==================== design 1
**Design 1: where the registers sit**

Scale: 2 px per um. Other sequential cells in the stronger gray, the rest of the logic in the fainter gray.
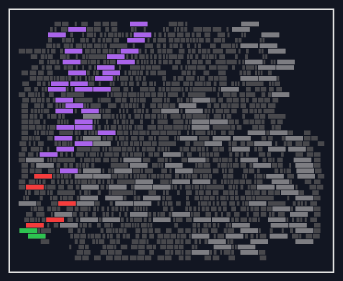

==> config.mk <==
export PLATFORM = sky130hd
export DESIGN_NAME = ex_div_unit_flat
export DESIGN_NICKNAME = d
export VERILOG_FILES = /design/src/rtl/ex_div_unit_pkg.sv /design/src/rtl/ex_div_unit_if.sv /design/src/rtl/ex_div_unit_div_step.sv /design/src/rtl/ex_div_unit.sv /design/src/flat_wrapper.sv
export SDC_FILE = /design/constraint.sdc
export NUM_CORES = 1
export LEC_CHECK = 0
export CAP_MARGIN = 20
export CORE_ASPECT_RATIO = 0.8
export CORE_MARGIN = 4
export CORE_UTILIZATION = 59
export DETAILED_ROUTE_END_ITERATION = 10
export PLACE_DENSITY = 0.82
export SKIP_CTS_REPAIR_TIMING = 1
export SKIP_LAST_GASP = 1
export SLEW_MARGIN = 20
export SYNTH_ARGS = -nofsm -noshare
export SYNTH_HDL_FRONTEND = slang
export SYNTH_HIERARCHICAL = 1
export SYNTH_SLANG_ARGS = --single-unit
==> constraint.sdc <==
create_clock -name CLK -period 4.8 [get_ports CLK]
set_clock_uncertainty 0.15 [all_clocks]
set_input_delay 0.48 -clock CLK [delete_from_list [all_inputs] [get_ports CLK]]
set_output_delay 0.48 -clock CLK [all_outputs]
set_load 0.01 [all_outputs]
==> src/rtl/ex_div_unit_pkg.sv <==
`default_nettype none
// ============================================================================
//  Module      : cpu_defs (package)
//  Description : Shared definitions for the EX-stage divider: operation
//                encodings, FSM state encoding, special-case result constants
//                and a conditional two's-complement helper.
//  Revision    : 1.0 - initial release
// ============================================================================
package cpu_defs;

    // Divider operation select (OP[1] picks remainder, OP[0] picks unsigned)
    typedef enum logic [1:0] {
        OP_DIV  = 2'b00,
        OP_DIVU = 2'b01,
        OP_REM  = 2'b10,
        OP_REMU = 2'b11
    } div_op_e;

    // Divider sequencer states
    typedef enum logic [1:0] {
        ST_IDLE = 2'b00,
        ST_RUN  = 2'b01,
        ST_FIX  = 2'b10,
        ST_DONE = 2'b11
    } div_state_e;

    localparam logic [31:0] DIV_ZERO_Q = 32'hFFFF_FFFF;
    localparam logic [31:0] INT_MIN    = 32'h8000_0000;

    // Two's-complement negate when neg is set, pass-through otherwise.
    function automatic logic [31:0] neg_if(input logic [31:0] v, input logic neg);
        return neg ? (~v + 32'd1) : v;
    endfunction

endpackage
`default_nettype wire

==> src/rtl/ex_div_unit_if.sv <==
`default_nettype none
// ============================================================================
//  Module      : ex_div_unit_if
//  Description : Request/response bundle between the EX stage and the divider.
//                master : START, FLUSH, OP, OPERAND1, OPERAND2 out;
//                         BUSY, DONE, RESULT in
//                slave  : the reverse
//  Revision    : 1.0 - initial release
// ============================================================================
interface ex_div_unit_if #(
    parameter int XLEN = 32
);
    logic            START;
    logic            FLUSH;
    logic [1:0]      OP;
    logic [XLEN-1:0] OPERAND1;
    logic [XLEN-1:0] OPERAND2;
    logic            BUSY;
    logic            DONE;
    logic [XLEN-1:0] RESULT;

    modport master (
        output START, FLUSH, OP, OPERAND1, OPERAND2,
        input  BUSY, DONE, RESULT
    );

    modport slave (
        input  START, FLUSH, OP, OPERAND1, OPERAND2,
        output BUSY, DONE, RESULT
    );
endinterface
`default_nettype wire

==> src/rtl/ex_div_unit_div_step.sv <==
`default_nettype none
// ============================================================================
//  Module      : div_step
//  Description : One combinational restoring-division iteration. Shifts
//                {rem, quo} left by one, trial-subtracts the divisor and
//                commits the difference with quotient bit 1 when it does not
//                go negative.
//  Ports       : rem_i/quo_i  - current partial remainder / quotient
//                dvsr_i       - divisor magnitude
//                rem_o/quo_o  - values after this iteration
//  Revision    : 1.0 - initial release
// ============================================================================
module div_step #(
    parameter int XLEN = 32
) (
    input  wire logic [XLEN-1:0] rem_i,
    input  wire logic [XLEN-1:0] quo_i,
    input  wire logic [XLEN-1:0] dvsr_i,
    output logic      [XLEN-1:0] rem_o,
    output logic      [XLEN-1:0] quo_o
);

    // Shifted remainder needs one extra bit before the trial subtract.
    logic [XLEN:0] w_shift;
    logic          w_ge;

    assign w_shift = {rem_i, quo_i[XLEN-1]};
    assign w_ge    = (w_shift >= {1'b0, dvsr_i});

    always_comb begin
        rem_o = w_shift[XLEN-1:0];
        quo_o = {quo_i[XLEN-2:0], 1'b0};
        if (w_ge) begin
            // Difference is below the divisor, so it fits in XLEN bits.
            rem_o = w_shift[XLEN-1:0] - dvsr_i;
            quo_o = {quo_i[XLEN-2:0], 1'b1};
        end
    end

endmodule
`default_nettype wire

==> src/rtl/ex_div_unit.sv <==
`default_nettype none
// ============================================================================
//  Module      : ex_div_unit
//  Description : Iterative radix-2 restoring divider for the RV32IM EX stage
//                (DIV, DIVU, REM, REMU). Magnitudes are divided over 32 RUN
//                cycles, signs are applied in FIX, and RESULT is registered
//                with a one-cycle DONE strobe. BUSY stalls the pipeline while
//                RUN/FIX are active.
//  Ports       : CLK, RESET (async, active-high)
//                div_if (slave): START, FLUSH, OP, OPERAND1, OPERAND2 in;
//                                BUSY, DONE, RESULT out
//  Options     : DIV_EARLY_OUT_EN - resolve divide-by-zero and signed
//                overflow at capture, DONE one cycle after START.
//  Revision    : 1.0 - initial release
// ============================================================================
module ex_div_unit
    import cpu_defs::*;
#(
    parameter int XLEN  = 32,
    parameter int CNT_W = 5
) (
    input  wire logic  CLK,
    input  wire logic  RESET,
    ex_div_unit_if.slave div_if
);

    localparam logic [CNT_W-1:0] LAST_CNT = CNT_W'(XLEN - 1);

    div_state_e      state_q;
    logic [CNT_W-1:0] cnt_q;
    logic [XLEN-1:0] rem_q;
    logic [XLEN-1:0] quo_q;
    logic [XLEN-1:0] dvsr_q;
    logic            sel_rem_q;
    logic            qsign_q;
    logic            rsign_q;
    logic            divz_q;
    logic            busy_q;
    logic            done_q;
    logic [XLEN-1:0] result_q;

    logic [XLEN-1:0] rem_d;
    logic [XLEN-1:0] quo_d;
    logic            w_signed;
    logic [XLEN-1:0] w_quo_fix;
    logic [XLEN-1:0] w_rem_fix;

    assign w_signed = ~div_if.OP[0];

    div_step #(
        .XLEN (XLEN)
    ) u_div_step (
        .rem_i  (rem_q),
        .quo_i  (quo_q),
        .dvsr_i (dvsr_q),
        .rem_o  (rem_d),
        .quo_o  (quo_d)
    );

    // A zero divisor yields all-ones quotient with no sign fix; its remainder
    // naturally equals the dividend once the dividend's sign is reapplied.
    assign w_quo_fix = divz_q ? quo_q : neg_if(quo_q, qsign_q);
    assign w_rem_fix = neg_if(rem_q, rsign_q);

`ifdef DIV_EARLY_OUT_EN
    logic            w_dz;
    logic            w_ovf;
    logic            w_early;
    logic [XLEN-1:0] w_early_res;

    assign w_dz    = (div_if.OPERAND2 == '0);
    assign w_ovf   = w_signed && (div_if.OPERAND1 == INT_MIN) && (div_if.OPERAND2 == '1);
    assign w_early = w_dz | w_ovf;

    always_comb begin
        w_early_res = div_if.OP[1] ? '0 : INT_MIN;
        if (w_dz) begin
            w_early_res = div_if.OP[1] ? div_if.OPERAND1 : DIV_ZERO_Q;
        end
    end
`endif

    always_ff @(posedge CLK or posedge RESET) begin
        if (RESET) begin
            state_q   <= ST_IDLE;
            cnt_q     <= '0;
            rem_q     <= '0;
            quo_q     <= '0;
            dvsr_q    <= '0;
            sel_rem_q <= 1'b0;
            qsign_q   <= 1'b0;
            rsign_q   <= 1'b0;
            divz_q    <= 1'b0;
            busy_q    <= 1'b0;
            done_q    <= 1'b0;
            result_q  <= '0;
        end else begin
            done_q <= 1'b0;
            if (div_if.FLUSH) begin
                // Abort: RESULT is left untouched and no DONE is produced.
                state_q <= ST_IDLE;
                busy_q  <= 1'b0;
                cnt_q   <= '0;
            end else begin
                case (state_q)
                    ST_IDLE, ST_DONE: begin
                        if (div_if.START) begin
                            sel_rem_q <= div_if.OP[1];
                            quo_q     <= neg_if(div_if.OPERAND1, w_signed & div_if.OPERAND1[XLEN-1]);
                            dvsr_q    <= neg_if(div_if.OPERAND2, w_signed & div_if.OPERAND2[XLEN-1]);
                            qsign_q   <= w_signed & (div_if.OPERAND1[XLEN-1] ^ div_if.OPERAND2[XLEN-1]);
                            rsign_q   <= w_signed & div_if.OPERAND1[XLEN-1];
                            divz_q    <= (div_if.OPERAND2 == '0);
                            rem_q     <= '0;
                            cnt_q     <= '0;
`ifdef DIV_EARLY_OUT_EN
                            if (w_early) begin
                                state_q  <= ST_DONE;
                                busy_q   <= 1'b0;
                                done_q   <= 1'b1;
                                result_q <= w_early_res;
                            end else begin
                                state_q <= ST_RUN;
                                busy_q  <= 1'b1;
                            end
`else
                            state_q <= ST_RUN;
                            busy_q  <= 1'b1;
`endif
                        end else begin
                            state_q <= ST_IDLE;
                        end
                    end
                    ST_RUN: begin
                        rem_q <= rem_d;
                        quo_q <= quo_d;
                        // Wraps back to zero on the final iteration.
                        cnt_q <= cnt_q + CNT_W'(1);
                        if (cnt_q == LAST_CNT) begin
                            state_q <= ST_FIX;
                        end
                    end
                    ST_FIX: begin
                        result_q <= sel_rem_q ? w_rem_fix : w_quo_fix;
                        done_q   <= 1'b1;
                        busy_q   <= 1'b0;
                        state_q  <= ST_DONE;
                    end
                    default: begin
                        state_q <= ST_IDLE;
                    end
                endcase
            end
        end
    end

    assign div_if.BUSY   = busy_q;
    assign div_if.DONE   = done_q;
    assign div_if.RESULT = result_q;

endmodule
`default_nettype wire

==> src/flat_wrapper.sv <==
// flat-port wrapper written by rule: the top's interface ports become plain ports
module ex_div_unit_flat import cpu_defs::*;
#(
    parameter int XLEN  = 32,
    parameter int CNT_W = 5
)
  (CLK, RESET, div_if_START, div_if_FLUSH, div_if_OP, div_if_OPERAND1, div_if_OPERAND2, div_if_BUSY, div_if_DONE, div_if_RESULT);
  ex_div_unit_if #(.XLEN(XLEN)) div_if_i ();
  input  wire logic CLK;
  input  wire logic RESET;
  input wire logic [$bits(div_if_i.START)-1:0] div_if_START;
  input wire logic [$bits(div_if_i.FLUSH)-1:0] div_if_FLUSH;
  input wire logic [$bits(div_if_i.OP)-1:0] div_if_OP;
  input wire logic [$bits(div_if_i.OPERAND1)-1:0] div_if_OPERAND1;
  input wire logic [$bits(div_if_i.OPERAND2)-1:0] div_if_OPERAND2;
  output wire logic [$bits(div_if_i.BUSY)-1:0] div_if_BUSY;
  output wire logic [$bits(div_if_i.DONE)-1:0] div_if_DONE;
  output wire logic [$bits(div_if_i.RESULT)-1:0] div_if_RESULT;
  assign div_if_i.START = div_if_START;
  assign div_if_i.FLUSH = div_if_FLUSH;
  assign div_if_i.OP = div_if_OP;
  assign div_if_i.OPERAND1 = div_if_OPERAND1;
  assign div_if_i.OPERAND2 = div_if_OPERAND2;
  assign div_if_BUSY = div_if_i.BUSY;
  assign div_if_DONE = div_if_i.DONE;
  assign div_if_RESULT = div_if_i.RESULT;
  ex_div_unit #(.XLEN(XLEN), .CNT_W(CNT_W)) u_core (.CLK(CLK), .RESET(RESET), .div_if(div_if_i));
endmodule
==================== design 2
### config.mk
export PLATFORM = sky130hd
export DESIGN_NAME = uart_rx
export DESIGN_NICKNAME = d
export VERILOG_FILES = /design/src/rtl/uart_pkg.sv /design/src/rtl/uart_sync.sv /design/src/rtl/uart_rx.sv
export SDC_FILE = /design/constraint.sdc
export NUM_CORES = 1
export LEC_CHECK = 0
export CELL_PAD_IN_SITES_DETAIL_PLACEMENT = 2
export CELL_PAD_IN_SITES_GLOBAL_PLACEMENT = 2
export CORE_AREA = 2 2 90 92
export CTS_BUF_LIST = sky130_fd_sc_hd__clkbuf_4
export DETAILED_ROUTE_END_ITERATION = 10
export DIE_AREA = 0 0 92 94
export PLACE_DENSITY_LB_ADDON = 0.25
export SYNTH_ARGS = -nofsm -noshare
export SYNTH_HDL_FRONTEND = slang
export SYNTH_SLANG_ARGS = --single-unit
### constraint.sdc
create_clock -name clk -period 6.3 [get_ports clk]
set_input_delay 0.945 -clock clk [delete_from_list [all_inputs] [get_ports clk]]
set_output_delay 0.945 -clock clk [all_outputs]
set_load 0.005 [all_outputs]
### src/rtl/uart_pkg.sv
// Shared UART definitions: receiver/transmitter state codes, stop-bit
// encoding, bit-period width and helpers used by uart_rx and uart_tx.
package uart_pkg;

   localparam int unsigned DUR_W   = 16;
   localparam int unsigned DATA_W  = 8;
   localparam int unsigned STATE_W = 3;

   // FSM state codes
   localparam logic [STATE_W-1:0] ST_IDLE  = 3'd0;
   localparam logic [STATE_W-1:0] ST_START = 3'd1;
   localparam logic [STATE_W-1:0] ST_DATA  = 3'd2;
   localparam logic [STATE_W-1:0] ST_STOP  = 3'd3;
   localparam logic [STATE_W-1:0] ST_BREAK = 3'd4;

   // stopbits port encoding; 2'b00 behaves as STOP_1, 2'b11 as STOP_2
   localparam logic [1:0] STOP_1 = 2'b01;
   localparam logic [1:0] STOP_2 = 2'b10;

   // Shortest bit period the receiver will time with
   localparam logic [DUR_W-1:0] DUR_MIN = 16'd4;

   // True when the stopbits code selects two stop bits
   function automatic logic two_stop(input logic [1:0] sb);
      return (sb & STOP_2) != 2'b00;
   endfunction

   // Clamp a requested bit period to the supported minimum
   function automatic logic [DUR_W-1:0] clamp_dur(input logic [DUR_W-1:0] d);
      return (d < DUR_MIN) ? DUR_MIN : d;
   endfunction

endpackage

### src/rtl/uart_sync.sv
// Two-flop synchronizer for an idle-high asynchronous line.
// Ports: clk, rst (async active-low, flops reset to 1), d (async in), q (synced out).
module uart_sync (
   input  logic clk,
   input  logic rst,
   input  logic d,
   output logic q
);

   logic meta;

   always_ff @(posedge clk or negedge rst) begin
      if (!rst) begin
         meta <= 1'b1;
         q    <= 1'b1;
      end else begin
         meta <= d;
         q    <= meta;
      end
   end

endmodule

### src/rtl/uart_rx.sv
// UART receiver: 8 data bits LSB first, 1 or 2 stop bits, mid-bit sampling
// timed by a down-counter loaded from bit_duration.
// Ports: clk, rst (async active-low), rx (async serial line, idle high),
//        bit_duration (clk cycles per bit), stopbits (stop-bit code),
//        data (last good byte), data_valid / frame_error (one-cycle pulses),
//        busy (FSM not idle).
module uart_rx
   import uart_pkg::*;
(
   input  logic              clk,
   input  logic              rst,
   input  logic              rx,
   input  logic [DUR_W-1:0]  bit_duration,
   input  logic [1:0]        stopbits,
   output logic [DATA_W-1:0] data,
   output logic              data_valid,
   output logic              frame_error,
   output logic              busy
);

   logic                rx_s;
   logic                rx_prev;
   logic [1:0]          arm;

   logic [STATE_W-1:0]  state_q, state_d;
   logic [DUR_W-1:0]    cnt_q, cnt_d;
   logic [DUR_W-1:0]    dur_q, dur_d;
   logic                two_q, two_d;
   logic [DATA_W-1:0]   shift_q, shift_d;
   logic [2:0]          bit_q, bit_d;
   logic                stop_q, stop_d;
   logic [DATA_W-1:0]   data_d;
   logic                dv_d, fe_d;
   logic                expire;
   logic [DUR_W-1:0]    dur_in;

   uart_sync u_sync (
      .clk (clk),
      .rst (rst),
      .d   (rx),
      .q   (rx_s)
   );

   // rx_prev only learns real line samples once the synchronizer has flushed
   // its reset value, so a line held low across reset release is not an edge.
   always_ff @(posedge clk or negedge rst) begin
      if (!rst) begin
         arm     <= 2'b00;
         rx_prev <= 1'b0;
      end else begin
         arm     <= {arm[0], 1'b1};
         rx_prev <= arm[1] & rx_s;
      end
   end

   // State and datapath registers
   always_ff @(posedge clk or negedge rst) begin
      if (!rst) begin
         state_q     <= ST_IDLE;
         cnt_q       <= '0;
         dur_q       <= DUR_MIN;
         two_q       <= 1'b0;
         shift_q     <= '0;
         bit_q       <= '0;
         stop_q      <= 1'b0;
         data        <= '0;
         data_valid  <= 1'b0;
         frame_error <= 1'b0;
         busy        <= 1'b0;
      end else begin
         state_q     <= state_d;
         cnt_q       <= cnt_d;
         dur_q       <= dur_d;
         two_q       <= two_d;
         shift_q     <= shift_d;
         bit_q       <= bit_d;
         stop_q      <= stop_d;
         data        <= data_d;
         data_valid  <= dv_d;
         frame_error <= fe_d;
         busy        <= (state_d != ST_IDLE);
      end
   end

   // Counter reaching 1 marks a sample point; it is reloaded there, so it never underflows.
   assign expire = (cnt_q <= DUR_W'(1));
   assign dur_in = clamp_dur(bit_duration);

   // Next-state and next-output logic
   always_comb begin
      state_d = state_q;
      cnt_d   = cnt_q;
      dur_d   = dur_q;
      two_d   = two_q;
      shift_d = shift_q;
      bit_d   = bit_q;
      stop_d  = stop_q;
      data_d  = data;
      dv_d    = 1'b0;
      fe_d    = 1'b0;

      case (state_q)
         ST_IDLE: begin
            if (rx_prev && !rx_s) begin
               dur_d   = dur_in;
               two_d   = two_stop(stopbits);
               cnt_d   = dur_in >> 1;
               bit_d   = '0;
               stop_d  = 1'b0;
               state_d = ST_START;
            end
         end
         ST_START: begin
            if (expire) begin
               cnt_d   = dur_q;
               state_d = rx_s ? ST_IDLE : ST_DATA;
            end else begin
               cnt_d = cnt_q - DUR_W'(1);
            end
         end
         ST_DATA: begin
            if (expire) begin
               cnt_d   = dur_q;
               shift_d = {rx_s, shift_q[DATA_W-1:1]};
               bit_d   = bit_q + 3'd1;
               if (bit_q == 3'd7) state_d = ST_STOP;
            end else begin
               cnt_d = cnt_q - DUR_W'(1);
            end
         end
         ST_STOP: begin
            if (expire) begin
               cnt_d = dur_q;
               if (!rx_s) begin
                  fe_d    = 1'b1;
                  state_d = ST_BREAK;
               end else if (two_q && !stop_q) begin
                  stop_d = 1'b1;
               end else begin
                  dv_d    = 1'b1;
                  data_d  = shift_q;
                  state_d = ST_IDLE;
               end
            end else begin
               cnt_d = cnt_q - DUR_W'(1);
            end
         end
         ST_BREAK: begin
            if (rx_s) state_d = ST_IDLE;
         end
         default: state_d = ST_IDLE;
      endcase
   end

endmodule

**Design 2: placement view**

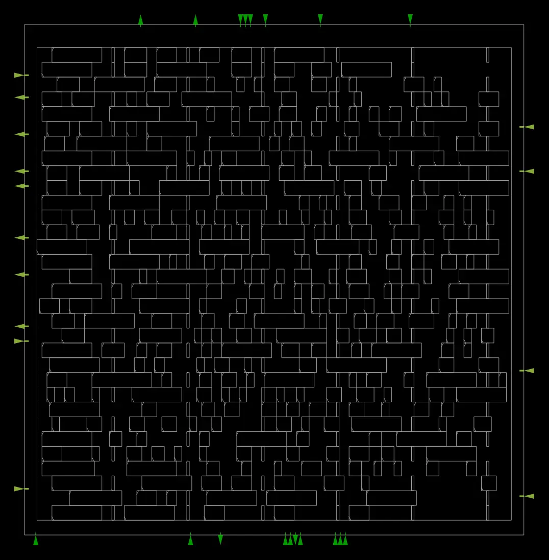
fraction of area in registers: 0.438
Non-Filler Instances: 442
cell row count: 32
Tapcells: 102

==> flow_metrics.py, design 2 <==
# Auto-generated metrics
metrics = {
    "worst_setup_path": {
        "worst_setup_path_end_kind": "register",
        "crit_type": "input port to register",
        "crit_start": "bit_duration[13]",
        "reg2reg_depth": 5,
    },
    "power": {
        "p_comb_frac": 0.247,
        "power_frac_seq": 0.455,
        "powerDensity_nw_per_um2": 338,
        "swShare": 0.341,
        "p_clk_uw": 369,
    },
    "layout": {
        "drive_above_1_share": 0.147,
        "post-route-util": 0.482,
        "lay_top_count": "dfrtp_1",
        "layout_top_cells": "dfrtp_1 (61), nand2_1 (52), clkdlybuf4s50_1 (29)",
        "area_growth_pct": 19.4,
        "nNetsFinal": 360,
        "finalInstanceArea_um2": 3670,
    },
    "global_route": {
        "antenna_found_initial": 0,
        "grt_use_met3": 0.0449,
        "gr-usage-all-layers": 0.220,
        "top_usage_layer": "met2",
    },
    "logic_synthesis": {
        "synth_top_area_share": 0.497,
        "ys_cells": 301,
        "xor_share": 0.0285,
        "synth.logic.top_family": "simple AND/OR/NAND/NOR gates",
        "area_leaders": "dfrtp_1 (50%), nand2_1 (6.4%), mux2_2 (5.9%), dfstp_2 (2.6%), o21ai_0 (2.4%)",
        "mux_share": 0.0619,
        "edf_count": 0,
        "async_flop_share": 1.00,
        "fp_nets": 326,
    },
    "place": {
        "dpl-instance-area_um2": 3480,
        "dp_hpwl_um": 5630,
        "port_buffers": 30,
        "dp.cells": 426,
    },
    "cts": {
        "cts_tree": "done",
        "cts_sinks": 64,
        "cts-resized-gates": 0,
    },
    "drt": {
        "wirelength_um": 8490,
        "met2WireLength_um": 4460,
        "via_count": 2460,
    },
    "final_timing": {
        "setup_viol": 0,
        "fin_crit_sh": 0.412,
        "setup_total_negative_slack_ns": 0,
        "whs_ns": 0.366,
        "setup_slack_ns": 3.70,
    },
    "floorplan": {
        "die_h_um": 94,
    },
    "min_path": {
        "hold_path.class": "register to register",
    },
    "run_status": {
        "status": "finished clean",
    },
}
-- design 2: cell type report --
| class | count | area, um^2 |
|---|---|---|
| Multi-Input combinational cell | 218 | 1390 |
| Fill cell | 837 | 3940 |
| Inverter | 8 | 30.0 |
| Clock inverter | 7 | 120 |
| Clock buffer | 9 | 67.6 |
| Timing Repair Buffer | 34 | 325 |
| Tap cell | 102 | 128 |
| Sequential cell | 64 | 1610 |
-- design 2: worst max-delay path, stage by stage --
cell             delay (ns)
clkdlybuf4s50_1        0.45
or4_1                  0.52
nor3_1                 0.21
a31oi_1                0.34
a221o_1                0.39
o31ai_1                0.06
**Design 1: placement view**

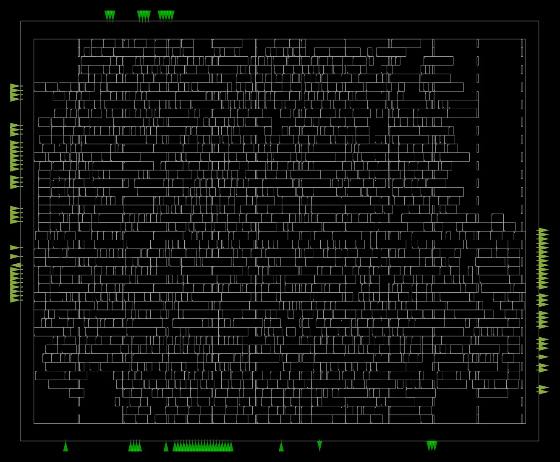
Core Area: 18300 um^2
Tapcells: 253
Core Util, Final: 0.686
fillcell total: 1432
Flop Count: 141

## Picture notes: 'where the registers sit' of design 1
Key: purple = u_core/dvsr_q [flops 32]; red = u_core/cnt_q [flops 5, where lower left]; green = u_core/state_q [flops 2]
Another 102 sequential cells are not colored.
sequential logic power: 2110 uW
Seq. cell area: 3530 um^2

==> flow_metrics.py, design 1 <==
# Auto-generated metrics
metrics = {
    "worst_setup_path": {
        "r2r_slack_ns": 0.98,
        "crit_path_start_kind": "register",
        "path_max_fanout": 19,
        "cp_num_buf_inv": 1,
        "critPathTopFamily": "AND-OR/OR-AND gates",
        "worst_setup_path_end_kind": "register",
        "reg2reg_depth": 13,
        "path_cells": "ha_1 > a21oi_2 > o21ai_2 > a221o_1 > a21oi_2 > nor3_1 > nor4_1 > o21ai_1 > o32ai_4 > buf_12 > mux2_1 > nand3_1 > nand2_1",
        "worst_ep_arrival_time_ns": 3.98,
    },
    "final_timing": {
        "setup_viol": 0,
        "final_hold_viol_count": 0,
        "rsz0062_at_grt": "no",
    },
    "power": {
        "power_leader": "combinational cells",
        "p_comb_frac": 0.472,
        "leakage_uw": 0.00563,
    },
    "min_path": {
        "worst_hold_path.endpoint": "u_core/dvsr_q[30]",
        "hold_depth": 2,
    },
    "place": {
        "port_buffers": 103,
        "dpl-instance-area_um2": 12000,
    },
    "drt": {
        "drt_iter0_drc": 1227,
        "via_per_inst": 6.24,
    },
    "layout": {
        "layout_top_cells": "nand2_1 (188), dfrtp_1 (141), o21ai_0 (128)",
        "n_antenna_cell": 0,
        "comb_area_um2": 6780,
        "lay_top_count": "nand2_1",
    },
    "global_route": {
        "grt_max_degree": 80,
        "gr-total-overflow": 0,
    },
    "run_status": {
        "status": "finished clean",
    },
    "logic_synthesis": {
        "post_synth_num_cell_types": 71,
        "synth_top_area_share": 0.318,
        "synth_seq_share": 0.318,
        "synth_flops": 141,
    },
    "floorplan": {
        "fp-row-count": 44,
        "pin_count": 104,
    },
    "cts": {
        "root_buffer": "clkbuf_16",
    },
    "flow_run": {
        "cap_violations": 0,
    },
}
==> design 1: routing by layer <==
metal	up-vias	share of wire	global-route usage
met1	4837	0.45	0.436
li1	4842	-	-
met5	-	0.00023	0
met2	576	0.42	0.414
met3	64	0.11	0.0684
met4	2	0.022	0.0843
==> design 1: sequential cells by signal, indices dropped and copies added, names as in the netlist <==
name	count
u_core/div_if.RESULT	32
u_core/div_if.DONE	1
u_core/qsign_q	1
u_core/cnt_q	5
u_core/rsign_q	1
u_core/dvsr_q	32
u_core/quo_q	32
u_core/divz_q	1
u_core/sel_rem_q	1
u_core/state_q	2
u_core/rem_q	32
u_core/div_if.BUSY	1


## Gallery

The metal 3 layer.
Plate I
Scale: 3 px per um.
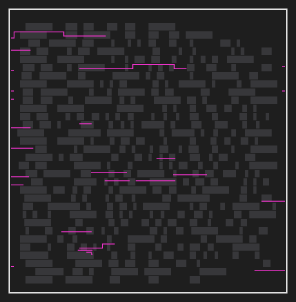
Plate II
Scale: 1.5 px per um.
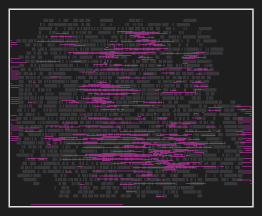
design 1 -> Plate II
design 2 -> Plate I
The one with the largest die is Plate II.

Power and IR drop assume default switching activity.
